=== block 1 ===
### Met3 routing, block 1

Scale bar: 20 µm.
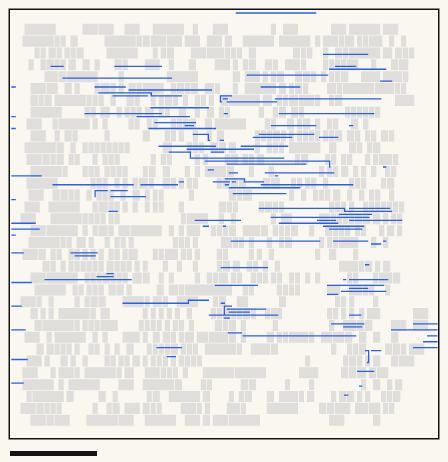

[src/rtl/match_responder_pkg.sv]
// Shared definitions for the memory-match responder: FSM states, colour
// codes, PS/2 scan codes, per-level pair counts, card layouts and small
// lookup helpers used by the responder top.
package match_responder_pkg;

    typedef enum logic [2:0] {
        ST_IDLE       = 3'd0,
        ST_LOOKUP     = 3'd1,
        ST_RESP_MATCH = 3'd2,
        ST_FIN_EVAL   = 3'd3,
        ST_RESP_FIN   = 3'd4
    } state_t;

    // Card colours; 0 marks an unused slot.
    localparam logic [2:0] COL_NONE    = 3'd0;
    localparam logic [2:0] COL_RED     = 3'd1;
    localparam logic [2:0] COL_GREEN   = 3'd2;
    localparam logic [2:0] COL_BLUE    = 3'd3;
    localparam logic [2:0] COL_YELLOW  = 3'd4;
    localparam logic [2:0] COL_CYAN    = 3'd5;
    localparam logic [2:0] COL_MAGENTA = 3'd6;

    // PS/2 make codes of the twelve card keys.
    localparam logic [7:0] SC_Q = 8'h15;
    localparam logic [7:0] SC_W = 8'h1D;
    localparam logic [7:0] SC_E = 8'h24;
    localparam logic [7:0] SC_R = 8'h2D;
    localparam logic [7:0] SC_A = 8'h1C;
    localparam logic [7:0] SC_S = 8'h1B;
    localparam logic [7:0] SC_D = 8'h23;
    localparam logic [7:0] SC_F = 8'h2B;
    localparam logic [7:0] SC_Z = 8'h1A;
    localparam logic [7:0] SC_X = 8'h22;
    localparam logic [7:0] SC_C = 8'h21;
    localparam logic [7:0] SC_V = 8'h2A;

    localparam logic [2:0] PAIRS_EASY   = 3'd2;
    localparam logic [2:0] PAIRS_MEDIUM = 3'd3;
    localparam logic [2:0] PAIRS_HARD   = 3'd6;

    // [layout][level 001/010/100][card q..v]
    localparam logic [2:0] LAYOUT_TBL [0:3][0:2][0:11] = '{
        '{ '{3'd1, 3'd2, 3'd0, 3'd0, 3'd2, 3'd1, 3'd0, 3'd0, 3'd0, 3'd0, 3'd0, 3'd0},
           '{3'd1, 3'd2, 3'd3, 3'd0, 3'd3, 3'd1, 3'd2, 3'd0, 3'd0, 3'd0, 3'd0, 3'd0},
           '{3'd1, 3'd2, 3'd3, 3'd4, 3'd5, 3'd6, 3'd6, 3'd5, 3'd4, 3'd3, 3'd2, 3'd1} },
        '{ '{3'd1, 3'd2, 3'd0, 3'd0, 3'd1, 3'd2, 3'd0, 3'd0, 3'd0, 3'd0, 3'd0, 3'd0},
           '{3'd1, 3'd1, 3'd2, 3'd0, 3'd2, 3'd3, 3'd3, 3'd0, 3'd0, 3'd0, 3'd0, 3'd0},
           '{3'd1, 3'd1, 3'd2, 3'd2, 3'd3, 3'd3, 3'd4, 3'd4, 3'd5, 3'd5, 3'd6, 3'd6} },
        '{ '{3'd3, 3'd3, 3'd0, 3'd0, 3'd4, 3'd4, 3'd0, 3'd0, 3'd0, 3'd0, 3'd0, 3'd0},
           '{3'd4, 3'd5, 3'd6, 3'd0, 3'd6, 3'd5, 3'd4, 3'd0, 3'd0, 3'd0, 3'd0, 3'd0},
           '{3'd1, 3'd2, 3'd3, 3'd1, 3'd2, 3'd3, 3'd4, 3'd5, 3'd6, 3'd4, 3'd5, 3'd6} },
        '{ '{3'd5, 3'd6, 3'd0, 3'd0, 3'd5, 3'd6, 3'd0, 3'd0, 3'd0, 3'd0, 3'd0, 3'd0},
           '{3'd2, 3'd3, 3'd1, 3'd0, 3'd1, 3'd3, 3'd2, 3'd0, 3'd0, 3'd0, 3'd0, 3'd0},
           '{3'd6, 3'd5, 3'd4, 3'd3, 3'd2, 3'd1, 3'd1, 3'd2, 3'd3, 3'd4, 3'd5, 3'd6} }
    };

    function automatic logic level_valid(input logic [2:0] lv);
        return (lv == 3'b001) || (lv == 3'b010) || (lv == 3'b100);
    endfunction

    function automatic logic [2:0] pair_count(input logic [2:0] lv);
        case (lv)
            3'b001:  return PAIRS_EASY;
            3'b010:  return PAIRS_MEDIUM;
            3'b100:  return PAIRS_HARD;
            default: return 3'd0;
        endcase
    endfunction

    // Cards that take part in a game at the given level.
    function automatic logic [11:0] level_mask(input logic [2:0] lv);
        case (lv)
            3'b001:  return 12'h033;
            3'b010:  return 12'h077;
            3'b100:  return 12'hFFF;
            default: return 12'h000;
        endcase
    endfunction

    // Colour of one card; 0 for no game or an index past the last card.
    function automatic logic [2:0] card_color(input logic [1:0] lay,
                                              input logic [2:0] lv,
                                              input logic [3:0] idx);
        if (idx > 4'd11) begin
            return COL_NONE;
        end else begin
            case (lv)
                3'b001:  return LAYOUT_TBL[lay][0][idx];
                3'b010:  return LAYOUT_TBL[lay][1][idx];
                3'b100:  return LAYOUT_TBL[lay][2][idx];
                default: return COL_NONE;
            endcase
        end
    endfunction

endpackage

[src/rtl/match_responder_scancode.sv]
// scancode_to_index: combinational decode of a PS/2 make code to a card
// index 0..11 (q,w,e,r,a,s,d,f,z,x,c,v).
//   code  in  8  scan code
//   index out 4  card index (0 when invalid)
//   valid out 1  code is one of the twelve card keys
module scancode_to_index
    import match_responder_pkg::*;
(
    input  logic [7:0] code,
    output logic [3:0] index,
    output logic       valid
);

    // Table decode of the twelve card keys.
    always_comb begin
        index = 4'd0;
        valid = 1'b1;
        case (code)
            SC_Q:    index = 4'd0;
            SC_W:    index = 4'd1;
            SC_E:    index = 4'd2;
            SC_R:    index = 4'd3;
            SC_A:    index = 4'd4;
            SC_S:    index = 4'd5;
            SC_D:    index = 4'd6;
            SC_F:    index = 4'd7;
            SC_Z:    index = 4'd8;
            SC_X:    index = 4'd9;
            SC_C:    index = 4'd10;
            SC_V:    index = 4'd11;
            default: valid = 1'b0;
        endcase
    end

endmodule

[src/rtl/match_responder.sv]
// match_responder: judges card-pair selections of a memory game and reports
// game completion through level-held request/response handshakes.
//   clk, reset            clock, synchronous active-high reset
//   level                 one-hot difficulty (001/010/100), else no game
//   key_a, key_b          scan codes of the two selected cards
//   checkMatch            held request to judge key_a/key_b
//   checkFinish           held request to report completion
//   isCorrect             0 none, 1 match, 2 no match
//   isFinished            0 none, 1 all pairs found, 2 pairs remain
//   matched, pairs_done   per-card matched flags and matched-pair count
//   disp_index/disp_color combinational colour read of the active layout
module match_responder
    import match_responder_pkg::*;
(
    input  logic        clk,
    input  logic        reset,
    input  logic [2:0]  level,
    input  logic [7:0]  key_a,
    input  logic [7:0]  key_b,
    input  logic        checkMatch,
    input  logic        checkFinish,
    output logic [1:0]  isCorrect,
    output logic [1:0]  isFinished,
    output logic [11:0] matched,
    output logic [2:0]  pairs_done,
    input  logic [3:0]  disp_index,
    output logic [2:0]  disp_color
);

    state_t      state_r;
    logic [1:0]  lay_cnt_r;
    logic [1:0]  layout_sel_r;
    logic [2:0]  lvl_r;
    logic [7:0]  ka_r;
    logic [7:0]  kb_r;

    logic [3:0]  idx_a_s;
    logic [3:0]  idx_b_s;
    logic        vld_a_s;
    logic        vld_b_s;
    logic        level_ok_s;
    logic        start_s;
    logic        correct_s;
    logic        pair_full_s;
    logic [11:0] mask_s;

    scancode_to_index u_dec_a (.code(ka_r), .index(idx_a_s), .valid(vld_a_s));
    scancode_to_index u_dec_b (.code(kb_r), .index(idx_b_s), .valid(vld_b_s));

    assign disp_color = card_color(layout_sel_r, lvl_r, disp_index);

    // Pair judgement on the registered keys against the latched level/layout.
    always_comb begin
        level_ok_s  = level_valid(level);
        // lvl_r is cleared whenever level is invalid, so zero means "no game yet".
        start_s     = level_ok_s && (lvl_r == 3'b000);
        mask_s      = level_mask(lvl_r);
        pair_full_s = (pairs_done >= pair_count(lvl_r));
        correct_s   = vld_a_s && vld_b_s
                   && mask_s[idx_a_s] && mask_s[idx_b_s]
                   && (idx_a_s != idx_b_s)
                   && !matched[idx_a_s] && !matched[idx_b_s]
                   && (card_color(layout_sel_r, lvl_r, idx_a_s) ==
                       card_color(layout_sel_r, lvl_r, idx_b_s));
    end

    // Game state, response FSM and layout counter.
    always_ff @(posedge clk) begin
        if (reset) begin
            state_r      <= ST_IDLE;
            lay_cnt_r    <= 2'd0;
            layout_sel_r <= 2'd0;
            lvl_r        <= 3'b000;
            ka_r         <= 8'h00;
            kb_r         <= 8'h00;
            isCorrect    <= 2'd0;
            isFinished   <= 2'd0;
            matched      <= 12'h000;
            pairs_done   <= 3'd0;
        end else begin
            lay_cnt_r <= lay_cnt_r + 2'd1;
            if (!level_ok_s) begin
                state_r    <= ST_IDLE;
                lvl_r      <= 3'b000;
                isCorrect  <= 2'd0;
                isFinished <= 2'd0;
                matched    <= 12'h000;
                pairs_done <= 3'd0;
            end else begin
                // A valid-to-valid level change leaves lvl_r untouched.
                if (start_s) begin
                    lvl_r        <= level;
                    layout_sel_r <= lay_cnt_r;
                    matched      <= 12'h000;
                    pairs_done   <= 3'd0;
                end else begin
                    lvl_r <= lvl_r;
                end
                case (state_r)
                    ST_IDLE: begin
                        if (checkMatch) begin
                            ka_r    <= key_a;
                            kb_r    <= key_b;
                            state_r <= ST_LOOKUP;
                        end else if (checkFinish) begin
                            state_r <= ST_FIN_EVAL;
                        end else begin
                            state_r <= ST_IDLE;
                        end
                    end
                    ST_LOOKUP: begin
                        state_r <= ST_RESP_MATCH;
                        if (correct_s) begin
                            isCorrect          <= 2'd1;
                            matched[idx_a_s]   <= 1'b1;
                            matched[idx_b_s]   <= 1'b1;
                            if (!pair_full_s) begin
                                pairs_done <= pairs_done + 3'd1;
                            end else begin
                                pairs_done <= pairs_done;
                            end
                        end else begin
                            isCorrect <= 2'd2;
                        end
                    end
                    ST_RESP_MATCH: begin
                        if (!checkMatch) begin
                            isCorrect <= 2'd0;
                            state_r   <= ST_IDLE;
                        end else begin
                            state_r <= ST_RESP_MATCH;
                        end
                    end
                    ST_FIN_EVAL: begin
                        isFinished <= (pairs_done == pair_count(lvl_r)) ? 2'd1 : 2'd2;
                        state_r    <= ST_RESP_FIN;
                    end
                    ST_RESP_FIN: begin
                        if (!checkFinish) begin
                            isFinished <= 2'd0;
                            state_r    <= ST_IDLE;
                        end else begin
                            state_r <= ST_RESP_FIN;
                        end
                    end
                    default: begin
                        state_r    <= ST_IDLE;
                        isCorrect  <= 2'd0;
                        isFinished <= 2'd0;
                    end
                endcase
            end
        end
    end

endmodule
[config.mk]
export PLATFORM = sky130hd
export DESIGN_NAME = match_responder
export DESIGN_NICKNAME = d
export VERILOG_FILES = /design/src/rtl/match_responder_pkg.sv /design/src/rtl/match_responder_scancode.sv /design/src/rtl/match_responder.sv
export SDC_FILE = /design/constraint.sdc
export NUM_CORES = 1
export LEC_CHECK = 0
export ABC_AREA = 1
export ABC_CLOCK_PERIOD_IN_PS = 6450
export CORE_MARGIN = 2
export CORE_UTILIZATION = 50
export CTS_CLUSTER_DIAMETER = 80
export DETAILED_ROUTE_END_ITERATION = 16
export PLACE_DENSITY = 0.75
export SLEW_MARGIN = 40
export SYNTH_ARGS = -nofsm -noshare
export SYNTH_HDL_FRONTEND = slang
export SYNTH_HIERARCHICAL = 1
export SYNTH_SLANG_ARGS = --single-unit
[constraint.sdc]
create_clock -name clk -period 6.45 [get_ports clk]
set_input_delay 0.645 -clock clk [delete_from_list [all_inputs] [get_ports clk]]
set_output_delay 0.645 -clock clk [all_outputs]
set_load 0.005 [all_outputs]
=== block 2 ===
$ cat src/rtl/seg7_pkg.sv
// Shared constants for the active-low 7-segment bus: digit patterns, invalid code, capture FSM states.
package seg7_pkg;

   localparam logic [6:0] SEG_0 = 7'b1000000;
   localparam logic [6:0] SEG_1 = 7'b1111001;
   localparam logic [6:0] SEG_2 = 7'b0100100;
   localparam logic [6:0] SEG_3 = 7'b0110000;
   localparam logic [6:0] SEG_4 = 7'b0011001;
   localparam logic [6:0] SEG_5 = 7'b0010010;
   localparam logic [6:0] SEG_6 = 7'b0000010;
   localparam logic [6:0] SEG_7 = 7'b1111000;
   localparam logic [6:0] SEG_8 = 7'b0000000;
   localparam logic [6:0] SEG_9 = 7'b0010000;

   localparam logic [3:0] BCD_INVALID = 4'hF;

   typedef enum logic [1:0] {
      IDLE,
      TRACK,
      LOCKED
   } state_t;

endpackage

$ cat src/rtl/seg7_pat2bcd.sv
// Combinational active-low segment pattern to BCD decoder; unknown patterns give valid=0 and BCD_INVALID.
module seg7_pat2bcd
   import seg7_pkg::*;
(
   input  logic [6:0] seg_n,
   output logic       valid,
   output logic [3:0] bcd
);

   always_comb begin
      valid = 1'b1;
      bcd   = BCD_INVALID;
      case (seg_n)
         SEG_0:   bcd = 4'd0;
         SEG_1:   bcd = 4'd1;
         SEG_2:   bcd = 4'd2;
         SEG_3:   bcd = 4'd3;
         SEG_4:   bcd = 4'd4;
         SEG_5:   bcd = 4'd5;
         SEG_6:   bcd = 4'd6;
         SEG_7:   bcd = 4'd7;
         SEG_8:   bcd = 4'd8;
         SEG_9:   bcd = 4'd9;
         default: valid = 1'b0;
      endcase
   end

endmodule

$ cat src/rtl/seg7_capture.sv
// Samples a multiplexed active-low 7-segment bus, captures each digit once it has been stable for
// STABLE_CYCLES samples (capture STABLE_CYCLES edges after the sample register loads), no backpressure.
module seg7_capture
   import seg7_pkg::*;
#(
   parameter  int NUM_DIGITS    = 2,
   parameter  int STABLE_CYCLES = 4,
   localparam int IDX_W         = (NUM_DIGITS > 1) ? $clog2(NUM_DIGITS) : 1
) (
   input  logic                    clk,
   input  logic                    rst_n,
   input  logic [6:0]              seg_n,
   input  logic [NUM_DIGITS-1:0]   an_n,
   output logic [4*NUM_DIGITS-1:0] digits_out,
   output logic [NUM_DIGITS-1:0]   err,
   output logic                    upd,
   output logic [IDX_W-1:0]        upd_idx
);

   localparam int              CNT_W   = $clog2(STABLE_CYCLES + 1);
   localparam logic [CNT_W-1:0] CNT_MAX = CNT_W'(STABLE_CYCLES);
   localparam logic [CNT_W-1:0] CNT_ONE = CNT_W'(1);

   logic [6:0]            samp_seg;
   logic [6:0]            prev_seg;
   logic [NUM_DIGITS-1:0] samp_an;
   logic [NUM_DIGITS-1:0] prev_an;
   logic [NUM_DIGITS-1:0] an_act;
   logic                  legal;
   logic                  same;
   logic [IDX_W-1:0]      idx;
   logic                  pat_valid;
   logic [3:0]            pat_bcd;
   state_t                state;
   state_t                state_nxt;
   logic [CNT_W-1:0]      count;
   logic [CNT_W-1:0]      count_nxt;
   logic                  capture;

   // Blank (all ones) reset value keeps the FSM in IDLE until a real anode appears.
   always_ff @(posedge clk or negedge rst_n) begin
      if (!rst_n) begin
         samp_seg <= '1;
         samp_an  <= '1;
         prev_seg <= '1;
         prev_an  <= '1;
      end else begin
         samp_seg <= seg_n;
         samp_an  <= an_n;
         prev_seg <= samp_seg;
         prev_an  <= samp_an;
      end
   end

   assign an_act = ~samp_an;
   assign legal  = (an_act != '0) && ((an_act & (an_act - NUM_DIGITS'(1))) == '0);
   assign same   = (samp_seg == prev_seg) && (samp_an == prev_an);

   always_comb begin
      idx = '0;
      for (int i = 0; i < NUM_DIGITS; i++) begin
         if (an_act[i]) idx = IDX_W'(i);
      end
   end

   seg7_pat2bcd u_pat2bcd (
      .seg_n (samp_seg),
      .valid (pat_valid),
      .bcd   (pat_bcd)
   );

   always_ff @(posedge clk or negedge rst_n) begin
      if (!rst_n) begin
         state <= IDLE;
         count <= '0;
      end else begin
         state <= state_nxt;
         count <= count_nxt;
      end
   end

   always_comb begin
      state_nxt = state;
      count_nxt = count;
      capture   = 1'b0;
      case (state)
         IDLE: begin
            if (legal) begin
               state_nxt = TRACK;
               count_nxt = CNT_ONE;
            end
         end
         TRACK: begin
            if (!legal) begin
               state_nxt = IDLE;
               count_nxt = '0;
            end else if (same) begin
               if (count != CNT_MAX) count_nxt = count + CNT_ONE;
            end else begin
               count_nxt = CNT_ONE;
            end
         end
         LOCKED: begin
            if (!legal) begin
               state_nxt = IDLE;
               count_nxt = '0;
            end else if (!same) begin
               state_nxt = TRACK;
               count_nxt = CNT_ONE;
            end
         end
         default: begin
            state_nxt = IDLE;
            count_nxt = '0;
         end
      endcase
      // A run completes the moment the count lands on STABLE_CYCLES, including the restart value 1.
      if (state_nxt == TRACK && count_nxt == CNT_MAX) begin
         capture   = 1'b1;
         state_nxt = LOCKED;
      end
   end

   always_ff @(posedge clk or negedge rst_n) begin
      if (!rst_n) begin
         digits_out <= '0;
         err        <= '0;
         upd        <= 1'b0;
         upd_idx    <= '0;
      end else begin
         upd <= capture;
         if (capture) begin
            upd_idx <= idx;
            for (int i = 0; i < NUM_DIGITS; i++) begin
               if (IDX_W'(i) == idx) begin
                  digits_out[4*i +: 4] <= pat_bcd;
                  err[i]               <= ~pat_valid;
               end
            end
         end
      end
   end

endmodule

$ cat config.mk
export PLATFORM = sky130hd
export DESIGN_NAME = seg7_capture
export DESIGN_NICKNAME = d
export VERILOG_FILES = /design/src/rtl/seg7_pkg.sv /design/src/rtl/seg7_pat2bcd.sv /design/src/rtl/seg7_capture.sv
export SDC_FILE = /design/constraint.sdc
export NUM_CORES = 1
export LEC_CHECK = 0
export CORE_ASPECT_RATIO = 0.75
export CORE_MARGIN = 10
export CORE_UTILIZATION = 45
export CTS_CLUSTER_SIZE = 14
export DETAILED_ROUTE_END_ITERATION = 7
export PLACE_DENSITY = 0.68
export SYNTH_ARGS = -nofsm -noshare
export SYNTH_HDL_FRONTEND = slang
export SYNTH_HIERARCHICAL = 1
export SYNTH_SLANG_ARGS = --single-unit
$ cat constraint.sdc
create_clock -name clk -period 3.9 [get_ports clk]
set_input_delay 0.585 -clock clk [delete_from_list [all_inputs] [get_ports clk]]
set_output_delay 0.585 -clock clk [all_outputs]
set_load 0.05 [all_outputs]
=== block 3 ===
**src/rtl/fft_sched_pkg.sv**
```systemverilog
// Shared types and sizing helpers for the FFT frame scheduler.
// State encoding, channel-index width and frame-counter width.
package fft_sched_pkg;

  typedef enum logic [2:0] {
    ST_IDLE  = 3'd0,
    ST_LOAD  = 3'd1,
    ST_START = 3'd2,
    ST_WAIT  = 3'd3,
    ST_DRAIN = 3'd4
  } sched_state_e;

  // Channel index width; a single-channel build still needs one bit.
  function automatic int chw(input int nch);
    return (nch > 1) ? $clog2(nch) : 1;
  endfunction

  function automatic int fft_points(input int logn);
    return 1 << logn;
  endfunction

  // Wide enough to hold the value N itself, not just N-1.
  function automatic int cnt_width(input int logn);
    return logn + 1;
  endfunction

endpackage

```
**src/rtl/rr_arbiter.sv**
```systemverilog
// Combinational round-robin arbiter: first set request searching upward
// from the channel after last_grant, wrapping modulo NCH.
module rr_arbiter
  import fft_sched_pkg::*;
#(
  parameter int NCH = 2,
  parameter int CHW = chw(NCH)
) (
  input  logic [NCH-1:0] req,
  input  logic [CHW-1:0] last_grant,
  output logic [NCH-1:0] gnt_oh,
  output logic [CHW-1:0] gnt_bin
);

  logic [CHW-1:0] idx_s;

  // Walk from farthest to nearest so the nearest requester overwrites last
  always_comb begin
    gnt_bin = {CHW{1'b0}};
    idx_s   = {CHW{1'b0}};
    for (int i = NCH; i >= 1; i--) begin
      idx_s   = CHW'((int'(last_grant) + i) % NCH);
      gnt_bin = req[idx_s] ? idx_s : gnt_bin;
    end
    gnt_oh = (|req) ? (NCH'(1'b1) << gnt_bin) : {NCH{1'b0}};
  end

endmodule

```
**src/rtl/fft_frame_scheduler.sv**
```systemverilog
// Time-shares one FFT engine between NCH frame streams: round-robin grant,
// load N samples, start, wait for done, drain N tagged results.
module fft_frame_scheduler
  import fft_sched_pkg::*;
#(
  parameter int LOGN       = 4,
  parameter int DATA_WIDTH = 16,
  parameter int NCH        = 2,
  parameter int TIMEOUT    = 1024
) (
  input  logic                      clk,
  input  logic                      rstn,
  input  logic [NCH-1:0]            ch_valid,
  input  logic [NCH*DATA_WIDTH-1:0] ch_real,
  input  logic [NCH*DATA_WIDTH-1:0] ch_imag,
  output logic [NCH-1:0]            ch_ready,
  output logic [DATA_WIDTH-1:0]     f_s_real,
  output logic [DATA_WIDTH-1:0]     f_s_imag,
  output logic                      f_s_valid,
  input  logic                      f_s_ready,
  output logic                      f_start,
  input  logic                      f_busy,
  input  logic                      f_done,
  input  logic [DATA_WIDTH-1:0]     f_m_real,
  input  logic [DATA_WIDTH-1:0]     f_m_imag,
  input  logic                      f_m_valid,
  output logic                      f_m_ready,
  output logic [DATA_WIDTH-1:0]     out_real,
  output logic [DATA_WIDTH-1:0]     out_imag,
  output logic                      out_valid,
  input  logic                      out_ready,
  output logic [chw(NCH)-1:0]       out_ch,
  output logic                      out_last,
  output logic [chw(NCH)-1:0]       cur_ch,
  output logic [15:0]               frames_done,
  output logic                      err_timeout
);

  localparam int N   = fft_points(LOGN);
  localparam int CW  = cnt_width(LOGN);
  localparam int CHW = chw(NCH);
  localparam int TW  = $clog2(TIMEOUT + 1);
  localparam logic [CW-1:0]  LAST_IDX = CW'(N - 1);
  localparam logic [TW-1:0]  TMO      = TW'(TIMEOUT);
  localparam logic [TW-1:0]  TMO_M1   = TW'(TIMEOUT - 1);
  localparam logic [CHW-1:0] MAX_CH   = CHW'(NCH - 1);

  sched_state_e   state_r, state_s;
  logic [CW-1:0]  s_cnt_r, r_cnt_r;
  logic [TW-1:0]  wait_cnt_r;
  logic [CHW-1:0] cur_ch_r, ptr_r, last_grant_s, gnt_bin_s;
  logic [NCH-1:0] gnt_oh_s;
  logic [15:0]    frames_done_r;
  logic           err_timeout_r, f_start_r;
  logic           any_req_s, load_hs_s, drain_hs_s;
  logic           unused_s;

  // Completion is taken from f_done alone; busy is informational only.
  assign unused_s = f_busy;

  // ptr_r is the next channel to be offered; the arbiter wants the one before it.
  assign last_grant_s = (ptr_r == {CHW{1'b0}}) ? MAX_CH : ptr_r - CHW'(1'b1);
  assign any_req_s    = |gnt_oh_s;

  rr_arbiter #(.NCH(NCH), .CHW(CHW)) u_arb (
    .req        (ch_valid),
    .last_grant (last_grant_s),
    .gnt_oh     (gnt_oh_s),
    .gnt_bin    (gnt_bin_s)
  );

  // Granted lane select toward the FFT input
  always_comb begin
    f_s_real = {DATA_WIDTH{1'b0}};
    f_s_imag = {DATA_WIDTH{1'b0}};
    for (int c = 0; c < NCH; c++) begin
      f_s_real = (cur_ch_r == CHW'(c)) ? ch_real[c*DATA_WIDTH +: DATA_WIDTH] : f_s_real;
      f_s_imag = (cur_ch_r == CHW'(c)) ? ch_imag[c*DATA_WIDTH +: DATA_WIDTH] : f_s_imag;
    end
  end

  // Next-state and handshake decode
  always_comb begin
    state_s    = state_r;
    ch_ready   = {NCH{1'b0}};
    f_s_valid  = 1'b0;
    f_m_ready  = 1'b0;
    out_valid  = 1'b0;
    out_last   = 1'b0;
    load_hs_s  = 1'b0;
    drain_hs_s = 1'b0;
    case (state_r)
      ST_IDLE: begin
        if (any_req_s) state_s = ST_LOAD;
        else           state_s = ST_IDLE;
      end
      ST_LOAD: begin
        f_s_valid          = ch_valid[cur_ch_r];
        ch_ready[cur_ch_r] = f_s_ready;
        load_hs_s          = f_s_valid && f_s_ready;
        if (load_hs_s && (s_cnt_r == LAST_IDX)) state_s = ST_START;
        else                                    state_s = ST_LOAD;
      end
      ST_START: state_s = ST_WAIT;
      ST_WAIT: begin
        if (f_done) state_s = ST_DRAIN;
        else        state_s = ST_WAIT;
      end
      ST_DRAIN: begin
        out_valid  = f_m_valid;
        f_m_ready  = out_ready;
        drain_hs_s = f_m_valid && out_ready;
        out_last   = out_valid && (r_cnt_r == LAST_IDX);
        if (drain_hs_s && (r_cnt_r == LAST_IDX)) state_s = ST_IDLE;
        else                                     state_s = ST_DRAIN;
      end
      default: state_s = ST_IDLE;
    endcase
  end

  // State register
  always_ff @(posedge clk) begin
    if (!rstn) state_r <= ST_IDLE;
    else       state_r <= state_s;
  end

  // Grant, counters, start pulse and status registers
  always_ff @(posedge clk) begin
    if (!rstn) begin
      s_cnt_r       <= {CW{1'b0}};
      r_cnt_r       <= {CW{1'b0}};
      wait_cnt_r    <= {TW{1'b0}};
      cur_ch_r      <= {CHW{1'b0}};
      ptr_r         <= {CHW{1'b0}};
      frames_done_r <= 16'd0;
      err_timeout_r <= 1'b0;
      f_start_r     <= 1'b0;
    end else begin
      f_start_r <= load_hs_s && (s_cnt_r == LAST_IDX);
      case (state_r)
        ST_IDLE: begin
          s_cnt_r    <= {CW{1'b0}};
          r_cnt_r    <= {CW{1'b0}};
          wait_cnt_r <= {TW{1'b0}};
          if (any_req_s) cur_ch_r <= gnt_bin_s;
        end
        ST_LOAD: begin
          if (load_hs_s) s_cnt_r <= s_cnt_r + CW'(1'b1);
        end
        ST_WAIT: begin
          // Counter saturates at TIMEOUT so the error flag is raised once.
          if (f_done) begin
            wait_cnt_r <= {TW{1'b0}};
          end else if (wait_cnt_r != TMO) begin
            wait_cnt_r <= wait_cnt_r + TW'(1'b1);
            if (wait_cnt_r == TMO_M1) err_timeout_r <= 1'b1;
          end
        end
        ST_DRAIN: begin
          if (drain_hs_s) begin
            if (r_cnt_r == LAST_IDX) begin
              r_cnt_r       <= {CW{1'b0}};
              frames_done_r <= frames_done_r + 16'd1;
              ptr_r         <= (cur_ch_r == MAX_CH) ? {CHW{1'b0}} : cur_ch_r + CHW'(1'b1);
            end else begin
              r_cnt_r <= r_cnt_r + CW'(1'b1);
            end
          end
        end
        default: begin
        end
      endcase
    end
  end

  assign out_real    = f_m_real;
  assign out_imag    = f_m_imag;
  assign out_ch      = cur_ch_r;
  assign cur_ch      = cur_ch_r;
  assign frames_done = frames_done_r;
  assign err_timeout = err_timeout_r;
  assign f_start     = f_start_r;

endmodule

```
**config.mk**
```make
export PLATFORM = sky130hd
export DESIGN_NAME = fft_frame_scheduler
export DESIGN_NICKNAME = d
export VERILOG_FILES = /design/src/rtl/fft_sched_pkg.sv /design/src/rtl/rr_arbiter.sv /design/src/rtl/fft_frame_scheduler.sv
export SDC_FILE = /design/constraint.sdc
export NUM_CORES = 1
export LEC_CHECK = 0
export ABC_CLOCK_PERIOD_IN_PS = 2900
export CORE_MARGIN = 5
export CORE_UTILIZATION = 63
export CTS_BUF_LIST = sky130_fd_sc_hd__clkbuf_8
export DETAILED_ROUTE_END_ITERATION = 16
export DONT_BUFFER_PORTS = 1
export PLACE_DENSITY_LB_ADDON = 0.1
export SYNTH_ARGS = -nofsm -noshare
export SYNTH_HDL_FRONTEND = slang
export SYNTH_SLANG_ARGS = --single-unit
```
**constraint.sdc**
```tcl
create_clock -name clk -period 2.9 [get_ports clk]
set_input_delay 0.58 -clock clk [delete_from_list [all_inputs] [get_ports clk]]
set_output_delay 0.58 -clock clk [all_outputs]
set_load 0.01 [all_outputs]
```
=== block 4 ===
===== src/rtl/ram_arbiter.sv =====
// rtl/ram_arbiter.sv - NPORTS-way request/grant arbiter with bus lock in front of a single-port RAM
//
// Purpose: arbitrates NPORTS masters onto one synchronous single-port RAM using
// fixed-priority or round-robin selection, with a per-port lock that lets one
// master own the RAM across many accesses.
//
// Ports:
//   clk_i, rst_i          clock, synchronous active-high reset
//   mode_i                0 = fixed priority (port 0 highest), 1 = round-robin
//   req_i/we_i/lock_i     per-port request, write enable, lock request
//   addr_i/wdata_i        per-port address/write data, port k at [k*W +: W]
//   gnt_o                 one-cycle accept pulse (one-hot or zero)
//   rvalid_o              one-cycle read-data-valid pulse (one-hot or zero)
//   rdata_o               shared read data (pass-through of ram_data_i)
//   locked_o/owner_o      bus locked and index of the locking port
//   ram_*                 RAM macro strobe, write enable, address, data in/out
module ram_arbiter #(
  parameter int NPORTS = 3,
  parameter int AW     = 5,
  parameter int DW     = 32
) (
  input  logic                      clk_i,
  input  logic                      rst_i,
  input  logic                      mode_i,
  input  logic [NPORTS-1:0]         req_i,
  input  logic [NPORTS-1:0]         we_i,
  input  logic [NPORTS-1:0]         lock_i,
  input  logic [NPORTS*AW-1:0]      addr_i,
  input  logic [NPORTS*DW-1:0]      wdata_i,
  output logic [NPORTS-1:0]         gnt_o,
  output logic [NPORTS-1:0]         rvalid_o,
  output logic [DW-1:0]             rdata_o,
  output logic                      locked_o,
  output logic [$clog2(NPORTS)-1:0] owner_o,
  output logic                      ram_en_o,
  output logic                      ram_we_o,
  output logic [AW-1:0]             ram_addr_o,
  output logic [DW-1:0]             ram_data_o,
  input  logic [DW-1:0]             ram_data_i
);

  localparam int PW = $clog2(NPORTS);

  typedef enum logic {ST_ARB, ST_LOCKED} state_t;

  state_t            r_state;
  logic [NPORTS-1:0] r_gnt;
  logic [NPORTS-1:0] r_rvalid;
  logic [PW-1:0]     r_owner;
  logic [PW-1:0]     r_rr_ptr;
  logic              r_ram_en;
  logic              r_ram_we;
  logic [AW-1:0]     r_ram_addr;
  logic [DW-1:0]     r_ram_data;

  logic [NPORTS-1:0] w_elig;
  logic [NPORTS-1:0] w_owner_mask;
  logic [NPORTS-1:0] w_cand;
  logic [NPORTS-1:0] w_win_oh;
  logic              w_leave;
  logic              w_found;
  logic [PW-1:0]     w_win;
  logic [PW-1:0]     w_pos;
  int                w_idx;

  // A port granted last cycle sits out this edge, so a late-dropping req is
  // never granted twice.
  assign w_elig       = req_i & ~r_gnt;
  assign w_owner_mask = {{(NPORTS-1){1'b0}}, 1'b1} << r_owner;
  assign w_leave      = (r_state == ST_LOCKED) && (!req_i[r_owner] || !lock_i[r_owner]);
  assign w_win_oh     = {{(NPORTS-1){1'b0}}, 1'b1} << w_win;

  // Candidate set: everyone in ARB; only the owner while locked. On the
  // unlocking edge the owner gets its final access if it is eligible,
  // otherwise the edge falls back to ordinary arbitration.
  always_comb begin
    w_cand = '0;
    if (r_state == ST_ARB) begin
      w_cand = w_elig;
    end else if (|(w_elig & w_owner_mask)) begin
      w_cand = w_elig & w_owner_mask;
    end else if (w_leave) begin
      w_cand = w_elig;
    end
  end

  // Search order is 0..NPORTS-1 in fixed mode, or starts at rr_ptr and wraps.
  always_comb begin
    w_found = 1'b0;
    w_win   = '0;
    w_idx   = 0;
    w_pos   = '0;
    for (int i = 0; i < NPORTS; i++) begin
      w_idx = mode_i ? (int'(r_rr_ptr) + i) % NPORTS : i;
      w_pos = PW'(w_idx);
      if (!w_found && w_cand[w_pos]) begin
        w_found = 1'b1;
        w_win   = w_pos;
      end
    end
  end

  always_ff @(posedge clk_i) begin
    if (rst_i) begin
      r_state    <= ST_ARB;
      r_gnt      <= '0;
      r_rvalid   <= '0;
      r_owner    <= '0;
      r_rr_ptr   <= '0;
      r_ram_en   <= 1'b0;
      r_ram_we   <= 1'b0;
      r_ram_addr <= '0;
      r_ram_data <= '0;
    end else begin
      // The RAM samples the current strobe at this edge; its read data shows
      // up next cycle, tagged with the port that was granted.
      r_rvalid <= (r_ram_en && !r_ram_we) ? r_gnt : '0;
      r_ram_en <= w_found;
      if (w_found) begin
        r_gnt      <= w_win_oh;
        r_ram_we   <= we_i[w_win];
        r_ram_addr <= addr_i[w_win*AW +: AW];
        r_ram_data <= wdata_i[w_win*DW +: DW];
        r_rr_ptr   <= (w_win == PW'(NPORTS-1)) ? '0 : w_win + 1'b1;
        if (lock_i[w_win]) begin
          r_state <= ST_LOCKED;
          r_owner <= w_win;
        end else begin
          r_state <= ST_ARB;
        end
      end else begin
        r_gnt    <= '0;
        r_ram_we <= 1'b0;
        if (w_leave) begin
          r_state <= ST_ARB;
        end
      end
    end
  end

  assign gnt_o      = r_gnt;
  assign rvalid_o   = r_rvalid;
  assign rdata_o    = ram_data_i;
  assign locked_o   = (r_state == ST_LOCKED);
  assign owner_o    = r_owner;
  assign ram_en_o   = r_ram_en;
  assign ram_we_o   = r_ram_we;
  assign ram_addr_o = r_ram_addr;
  assign ram_data_o = r_ram_data;

endmodule


===== config.mk =====
export PLATFORM = sky130hd
export DESIGN_NAME = ram_arbiter
export DESIGN_NICKNAME = d
export VERILOG_FILES = /design/src/rtl/ram_arbiter.sv
export SDC_FILE = /design/constraint.sdc
export NUM_CORES = 1
export LEC_CHECK = 0
export CORE_MARGIN = 2
export CORE_UTILIZATION = 36
export DETAILED_ROUTE_END_ITERATION = 10
export PLACE_DENSITY = 0.86
export SYNTH_ARGS = -nofsm -noshare
export SYNTH_HDL_FRONTEND = slang
export SYNTH_SLANG_ARGS = --single-unit

===== constraint.sdc =====
create_clock -name clk_i -period 7.05 [get_ports clk_i]
set_input_delay 1.41 -clock clk_i [delete_from_list [all_inputs] [get_ports clk_i]]
set_output_delay 1.41 -clock clk_i [all_outputs]
set_load 0.01 [all_outputs]

### Gate-type map, block 4

Scale bar: 20 µm.
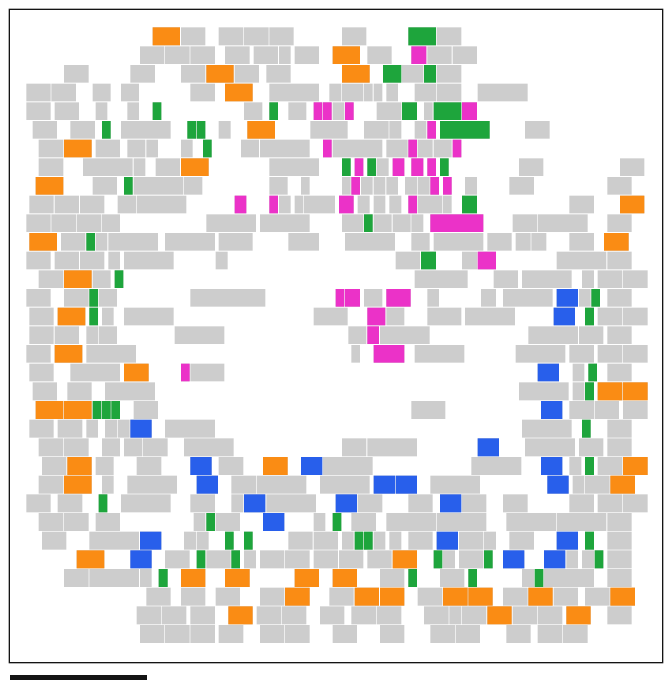
nor cells -> magenta  # cells 29
mux cells -> orange  # cells 41, where all over the die
nand cells -> green  # cells 49, where all over the die
non-inverting ao/oa cells -> blue  # cells 23
dominant logic cell type in the layout: clkdlybuf4s50_1
non-filler instance count after layout: 577
multi-input gate share of the layout cell area: 34.96%

==> run summary, block 4 <==
status = complete, no violations
placed instance area = 0.004508 mm²
TritonCTS clock tree = done
warnings from Yosys = 0
root buf cell = clkbuf_8
flip-flop cell with the highest count after synthesis = dfxtp_1
Post-Synth XOR/XNOR Area = 0%
antenna cell count = 0
clock sinks = 50
Register-to-Register Setup Slack = 3.36 ns
clock-pin slew on the worst setup and hold paths = 0.09 ns
data required time at the worst endpoint = 7.23 ns
remaining antenna violation count after routing = 0
Final Max Tran Viols = 0
total overflow reported by the global router = 0
Detailed Route WL = 8.688 mm
Setup crit start = lock_i[1]
Slew headroom = 29.54%
## block 4: synthesized netlist by cell type, types with 3 or more instances
library cell,n,area share [%]
nor2b_1,3,0.63
clkbuf_1,10,1.3
nor3_1,4,0.67
buf_4,39,9.8
dfxtp_1,50,34
a22oi_1,14,3.5
nor2_1,17,2.1
and2_1,4,0.84
o21ai_1,9,1.5
buf_2,4,0.67
inv_1,8,1.0
a21oi_1,17,2.9
mux2_2,17,6.4
mux2i_1,24,8.1
nand2_1,41,5.2
a22o_1,23,6.8
o21ai_0,28,4.7
## block 4: how the worst max path moves through the flow
stage | endpoint | slack [ns] | cells after the start
floorplan | ram_we_o | 3.51 | 10
global placement | owner_o[0] | 2.10 | 9
detailed placement | owner_o[0] | 1.92 | 9
CTS | owner_o[0] | 2.24 | 9
global route | owner_o[0] | 1.84 | 9
finish | owner_o[0] | 2.24 | 9
## block 4: cell type report
type                       count  area [µm²]
clock buffer                   5       68.82
clock inverter                 3       40.04
fill                         740        3517
inverter                       8       30.03
multi-input combinational    232        1614
sequential                    50        1001
tap                          105       131.4
timing repair buffer         174        1732
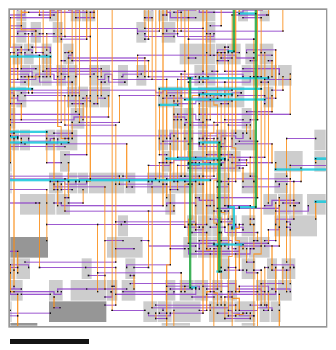
*Layout detail, block 1*
Scale bar: 10 µm. Window x 54 to 94, y 5 to 45 µm. Cells in gray, sequential cells in the stronger gray; small squares are vias.
M3 -> cyan
M2 -> orange
M4 -> green
M1 -> purple
netlist names of flops here include = layout_sel_r (2)
most frequent = nand2_1 (53), o21ai_0 (21), inv_1 (12)
cells with their middle in the window = 135
sequential cells in the window = 2

Notes on 'Met3 routing' of block 1 above:
share of all routed wire = 7.3%
nets with wire on the layer = 89

==> run summary, block 1 <==
synthesized net count = 886
number of global-route vias before repair = 5048
largest power group = sequential cells
unique cell type count in the Yosys netlist = 36
Met3 Routed Length = 1.018 mm
met1 Resource Use GR = 38.73%
TritonCTS clock tree = done
Final Max Tran Viols = 0
Worst Clk Skew = 0.005326 ns
Die W = 98.27 µm
critical path, cell by cell = inv_1, ha_1, inv_1, o21ai_0, nand2_1, a32oi_1, o21ai_0, a21oi_1, o21ai_0, clkdlybuf4s50_1
status = complete, no violations
cell resize tally after clock tree synthesis = 0
synthesized area per cell = 5.239 µm²
detailed-routing wirelength on met1 = 6.338 mm
clock sinks = 45
power dissipated by switching net loads = 251.6 µW
largest stage delay on the critical path = 0.69 ns
global routing's busiest layer = met2
final net count = 917
largest registers = matched: 12 flops, ka_r: 8 flops, kb_r: 8 flops
number of enable-type register cells in the synthesized netlist = 0
Detailed Route WL = 13.96 mm
number of setup violations in the final report = 0
clock insertion delay at the later pin of the skew report = 0.31 ns
max layer used = met4
starting density of the core = 51.20%
-- block 1: cells by family after synthesis --
family | count (synthesis) | share of synthesized area, %
mux | 1 | 0.2534
flops | 45 | 20.28
simple gates | 534 | 48.58
compound gates | 133 | 16.22
fa+ha+maj | 11 | 3.098
buf+inv | 120 | 10.79
xor+xnor | 4 | 0.7887
-- block 1: through the flow --
step | area (µm²) | utilization [%]
after floorplan | 4443 | -
after global placement | 4951 | 57.05
after detailed placement | 4951 | 57.05
after CTS | 5055 | 58.25
after global routing | 5060 | 58.30
final | 5060 | 58.30
-- block 1: area by class of cell --
class	count	area [µm²]	area share (%)
Multi-Input combinational cell	683	3068	60.63
Sequential cell	45	900.9	17.80
Tap cell	108	135.1	2.671
Clock inverter	2	35.03	0.6924
Timing Repair Buffer	51	503.0	9.941
Inverter	93	349.1	6.899
Clock buffer	5	68.82	1.360
-- block 1: path summary, 6_finish.rpt --
path                    from            end  slack, ns  cells past startpoint
max          layout_sel_r[1]  disp_color[1]       2.78                     10
min            isFinished[1]  isFinished[1]       0.47                      2
max reg2reg          kb_r[0]    matched[10]       2.79                     25
min reg2reg    isFinished[1]  isFinished[1]       0.47                      2
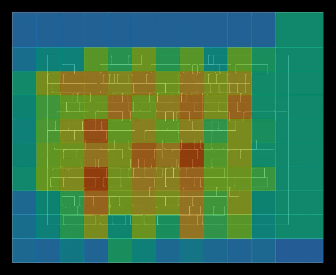
*Routing congestion map, block 2*
met2 routing resource usage after global routing: 14.87%
post-layout utilization of the core: 59.97%
global routing's busiest layer: met2
met3 global-route usage: 5.804%

==> run summary, block 2 <==
Internal Power = 600.4 µW
part of the Yosys area used for sequential elements = 54.93%
layout overhead on the synthesized area = 24.71%
number of flip-flops and latches = 35
Inserted Clock Buffers = 5
Setup Total Neg Slack = 0 ns
Register-to-Register Setup Slack = 1.55 ns
DRC = 0
status = complete, no violations
clock sinks = 35
Detailed Route WL = 3.192 mm
TritonCTS clock tree = done
capture endpoint of the worst hold path = prev_an[1]
clock insertion delay at the later pin of the skew report = 0.28 ns
total number of cells along the worst setup path = 5
maximum number of pins on one net before global-route repair = 24
max FFs per register = 8
non-filler instance count after layout = 208
global-route wire length before repair = 5.575 mm
## block 2: cell usage after synthesis
cell type  instances
nand3_1            1
nand3b_1           1
o21ai_0            3
mux2_1             8
o2111a_1           1
dfstp_2           18
or4_1              1
o41ai_1            1
nor4_4             3
or3_4              1
a41oi_4            1
o31a_1             1
or2_2              1
and2_1             2
nor2_2             1
nor4b_1            1
mux2_2             1
ha_1               2
nand4_1            2
and4b_1            1
a21oi_1            3
o211ai_1           1
or3_1              1
nand2b_1           2
o32ai_1            1
or2b_1             1
a31oi_1            1
dfrtp_1           17
o2111ai_2          1
nand3_2            1
nand2_1            9
nor2b_1            2
nor3_4             1
mux2i_1            2
a22oi_1            1
o221ai_1           1
a32oi_1            1
nor3_1             2
nand4b_1           1
or2_1              2
o211ai_2           1
xor2_1            11
inv_1              9
nor2_1             3
o22ai_1            1
## block 2: per-layer routing
metal / wire, µm / GRT usage, % / part of all wire (%)
met4: 52 / 4.754 / 1.6
met5: 0 / 0 / 0
met1: 1512 / 14.69 / 47
met3: 280 / 5.804 / 8.8
met2: 1347 / 14.87 / 42
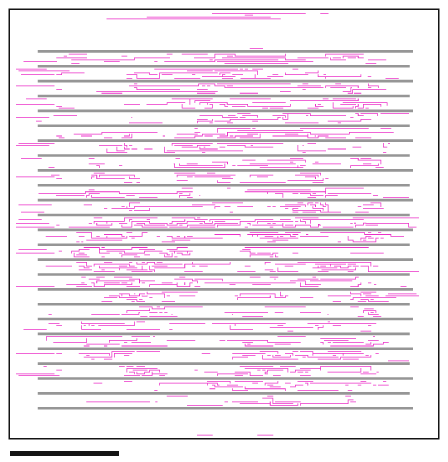
*The metal 1 layer, block 3*
Scale bar: 20 µm. Supply wires on this layer in gray.
longest straight run = 31.7 µm
main direction = horizontal
nets with wire on the layer = 341
share of all routed wire = 39%
total vias in the final route: 2416
met1 Resource Use GR: 25.93%
Detailed Route WL: 7.188 mm

==> run summary, block 3 <==
status = complete, no violations
Final Max Tran Viols = 0
TritonCTS clock tree = done
area occupied by registers = 882.1 µm²
global-route wire length before repair = 11.22 mm
part of the Yosys area used for sequential elements = 29.97%
adder and majority gate portion of the synthesized area = 2.554%
Lkg Pwr = 0.9179 nW
number of stages on the worst hold path = 1
Top class by area = logic gates
number of enable-type register cells in the synthesized netlist = 0
dominant logic cell type in the layout = dfxtp_1
synthesis-stage register bit count = 44
last weighted congestion value of the routability-driven placer = 0.7938
Die W = 78.30 µm
fill cell total of the finished layout = 404
DRC = 0
combinational cell fraction of total power = 10.1%
synthesized area per cell = 8.569 µm²
Post-Synth XOR/XNOR Area = 1.490%
Worst Setup Slack post-DPL = 0.6086 ns
power of the sequential group = 615 µW
DR iter-0 viols = 123
largest stage delay on the critical path = 0.63 ns
total area of multi-input combinational cells = 0.001692 mm²
remaining antenna violation count after routing = 0
placeable core region = 0.004444 mm²
-- block 3: synth_stat cells, types with 2 or more instances --
cell | n | area (µm²)
dfxtp_1 | 44 | 880.8
buf_4 | 33 | 247.7
mux2_2 | 33 | 371.6
a21oi_1 | 27 | 135.1
nand3_1 | 23 | 115.1
nand2_1 | 19 | 71.32
clkbuf_1 | 15 | 56.30
nor2_1 | 12 | 45.04
o31ai_1 | 12 | 90.09
or4_1 | 12 | 90.09
and3_1 | 8 | 50.05
or3_1 | 8 | 50.05
inv_1 | 7 | 26.28
nand4_1 | 7 | 43.79
ha_1 | 6 | 75.07
mux2i_1 | 6 | 60.06
nor3_1 | 6 | 30.03
o21ai_0 | 6 | 30.03
nand3b_1 | 5 | 37.54
a31oi_1 | 4 | 25.02
and2_1 | 4 | 25.02
nor4_1 | 4 | 25.02
xor2_1 | 4 | 35.03
a41oi_1 | 3 | 26.28
and4_1 | 3 | 26.28
a211oi_1 | 2 | 15.01
a21o_1 | 2 | 15.01
a311oi_1 | 2 | 17.52
buf_2 | 2 | 10.01
buf_6 | 2 | 22.52
nand2b_1 | 2 | 12.51
nor3b_1 | 2 | 15.01
o21a_1 | 2 | 15.01
or4b_2 | 2 | 20.02

==> layout pictures side by side <==
Met3 routing.
Scale bar: 20 µm.
shot_01.png
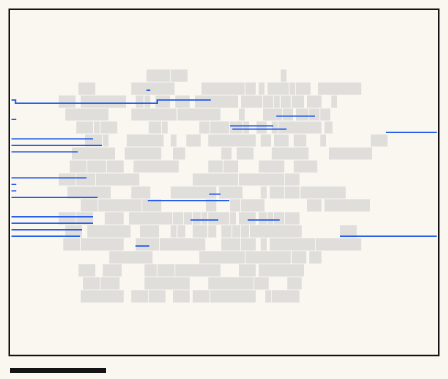
shot_02.png
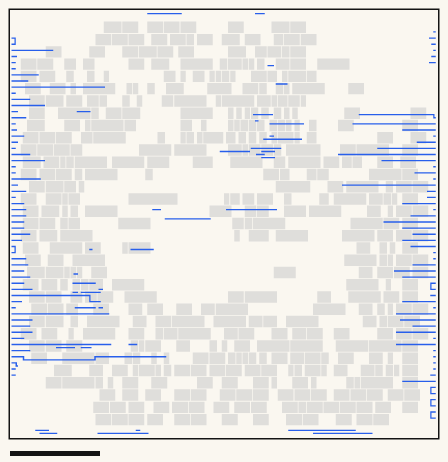
shot_03.png
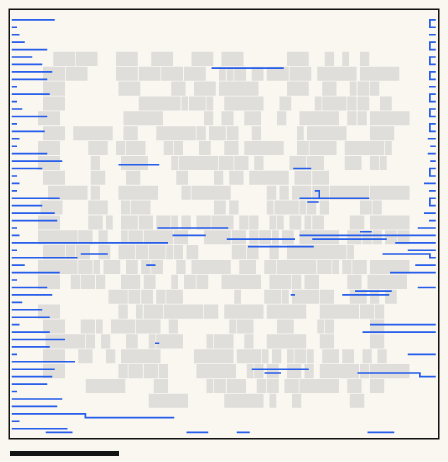
| picture | from |
|---|---|
| shot_03.png | block 3 |
| shot_01.png | block 2 |
| shot_02.png | block 4 |

Key to shot_03.png:
wire length on this layer = 607 µm
nets with wire on the layer = 95
main direction = horizontal
share of all routed wire = 8.4%



==> gallery <==
Layout detail.
Plate I
Scale bar: 10 µm. Window x 38 to 78, y 0 to 40 µm. Cells in gray, sequential cells in the stronger gray; small squares are vias.
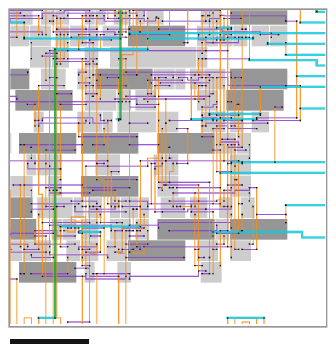
Plate II
Scale bar: 10 µm. Window x 51 to 91, y 4 to 44 µm. Cells in gray, sequential cells in the stronger gray; small squares are vias.
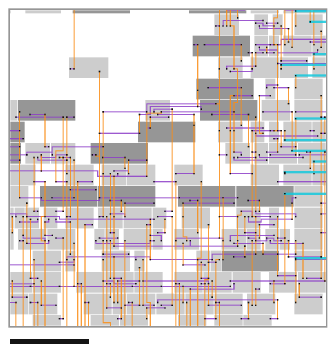
Plate III
Scale bar: 10 µm. Window x 47 to 87, y 0 to 40 µm. Cells in gray, sequential cells in the stronger gray; small squares are vias.
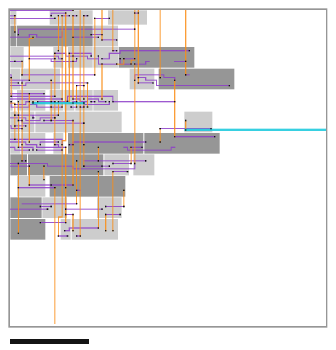
block 4 -> Plate II
block 3 -> Plate I
block 2 -> Plate III
The one with the largest die is Plate II.


==> screenshots <==
The metal 1 layer.
Scale bar: 20 µm. Supply wires on this layer in gray.
(a)
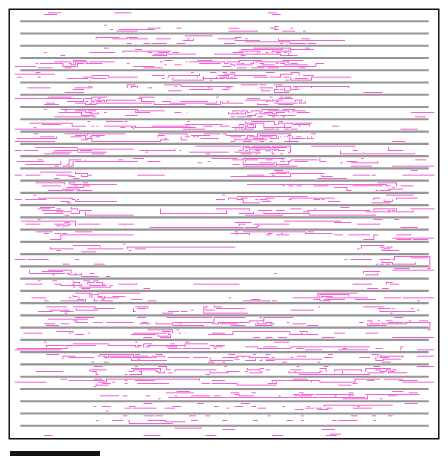
(b)
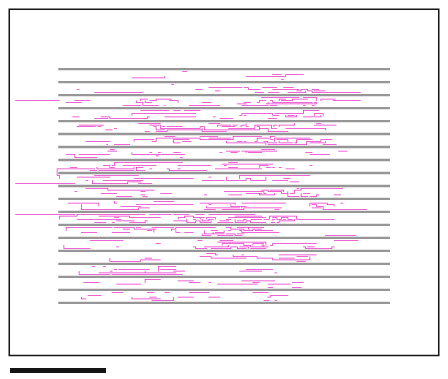
(c)
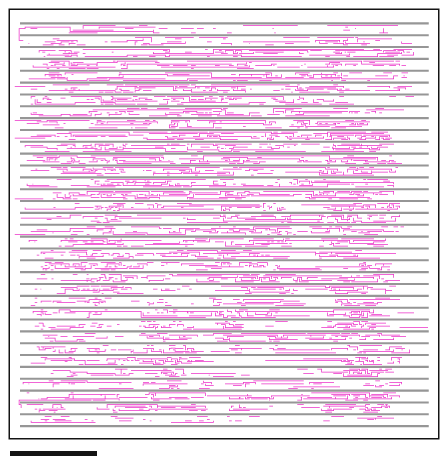
(b) is block 2.
(c) is block 1.
(a) is block 4.
- smallest die: (b)

Power and IR drop assume default switching activity.
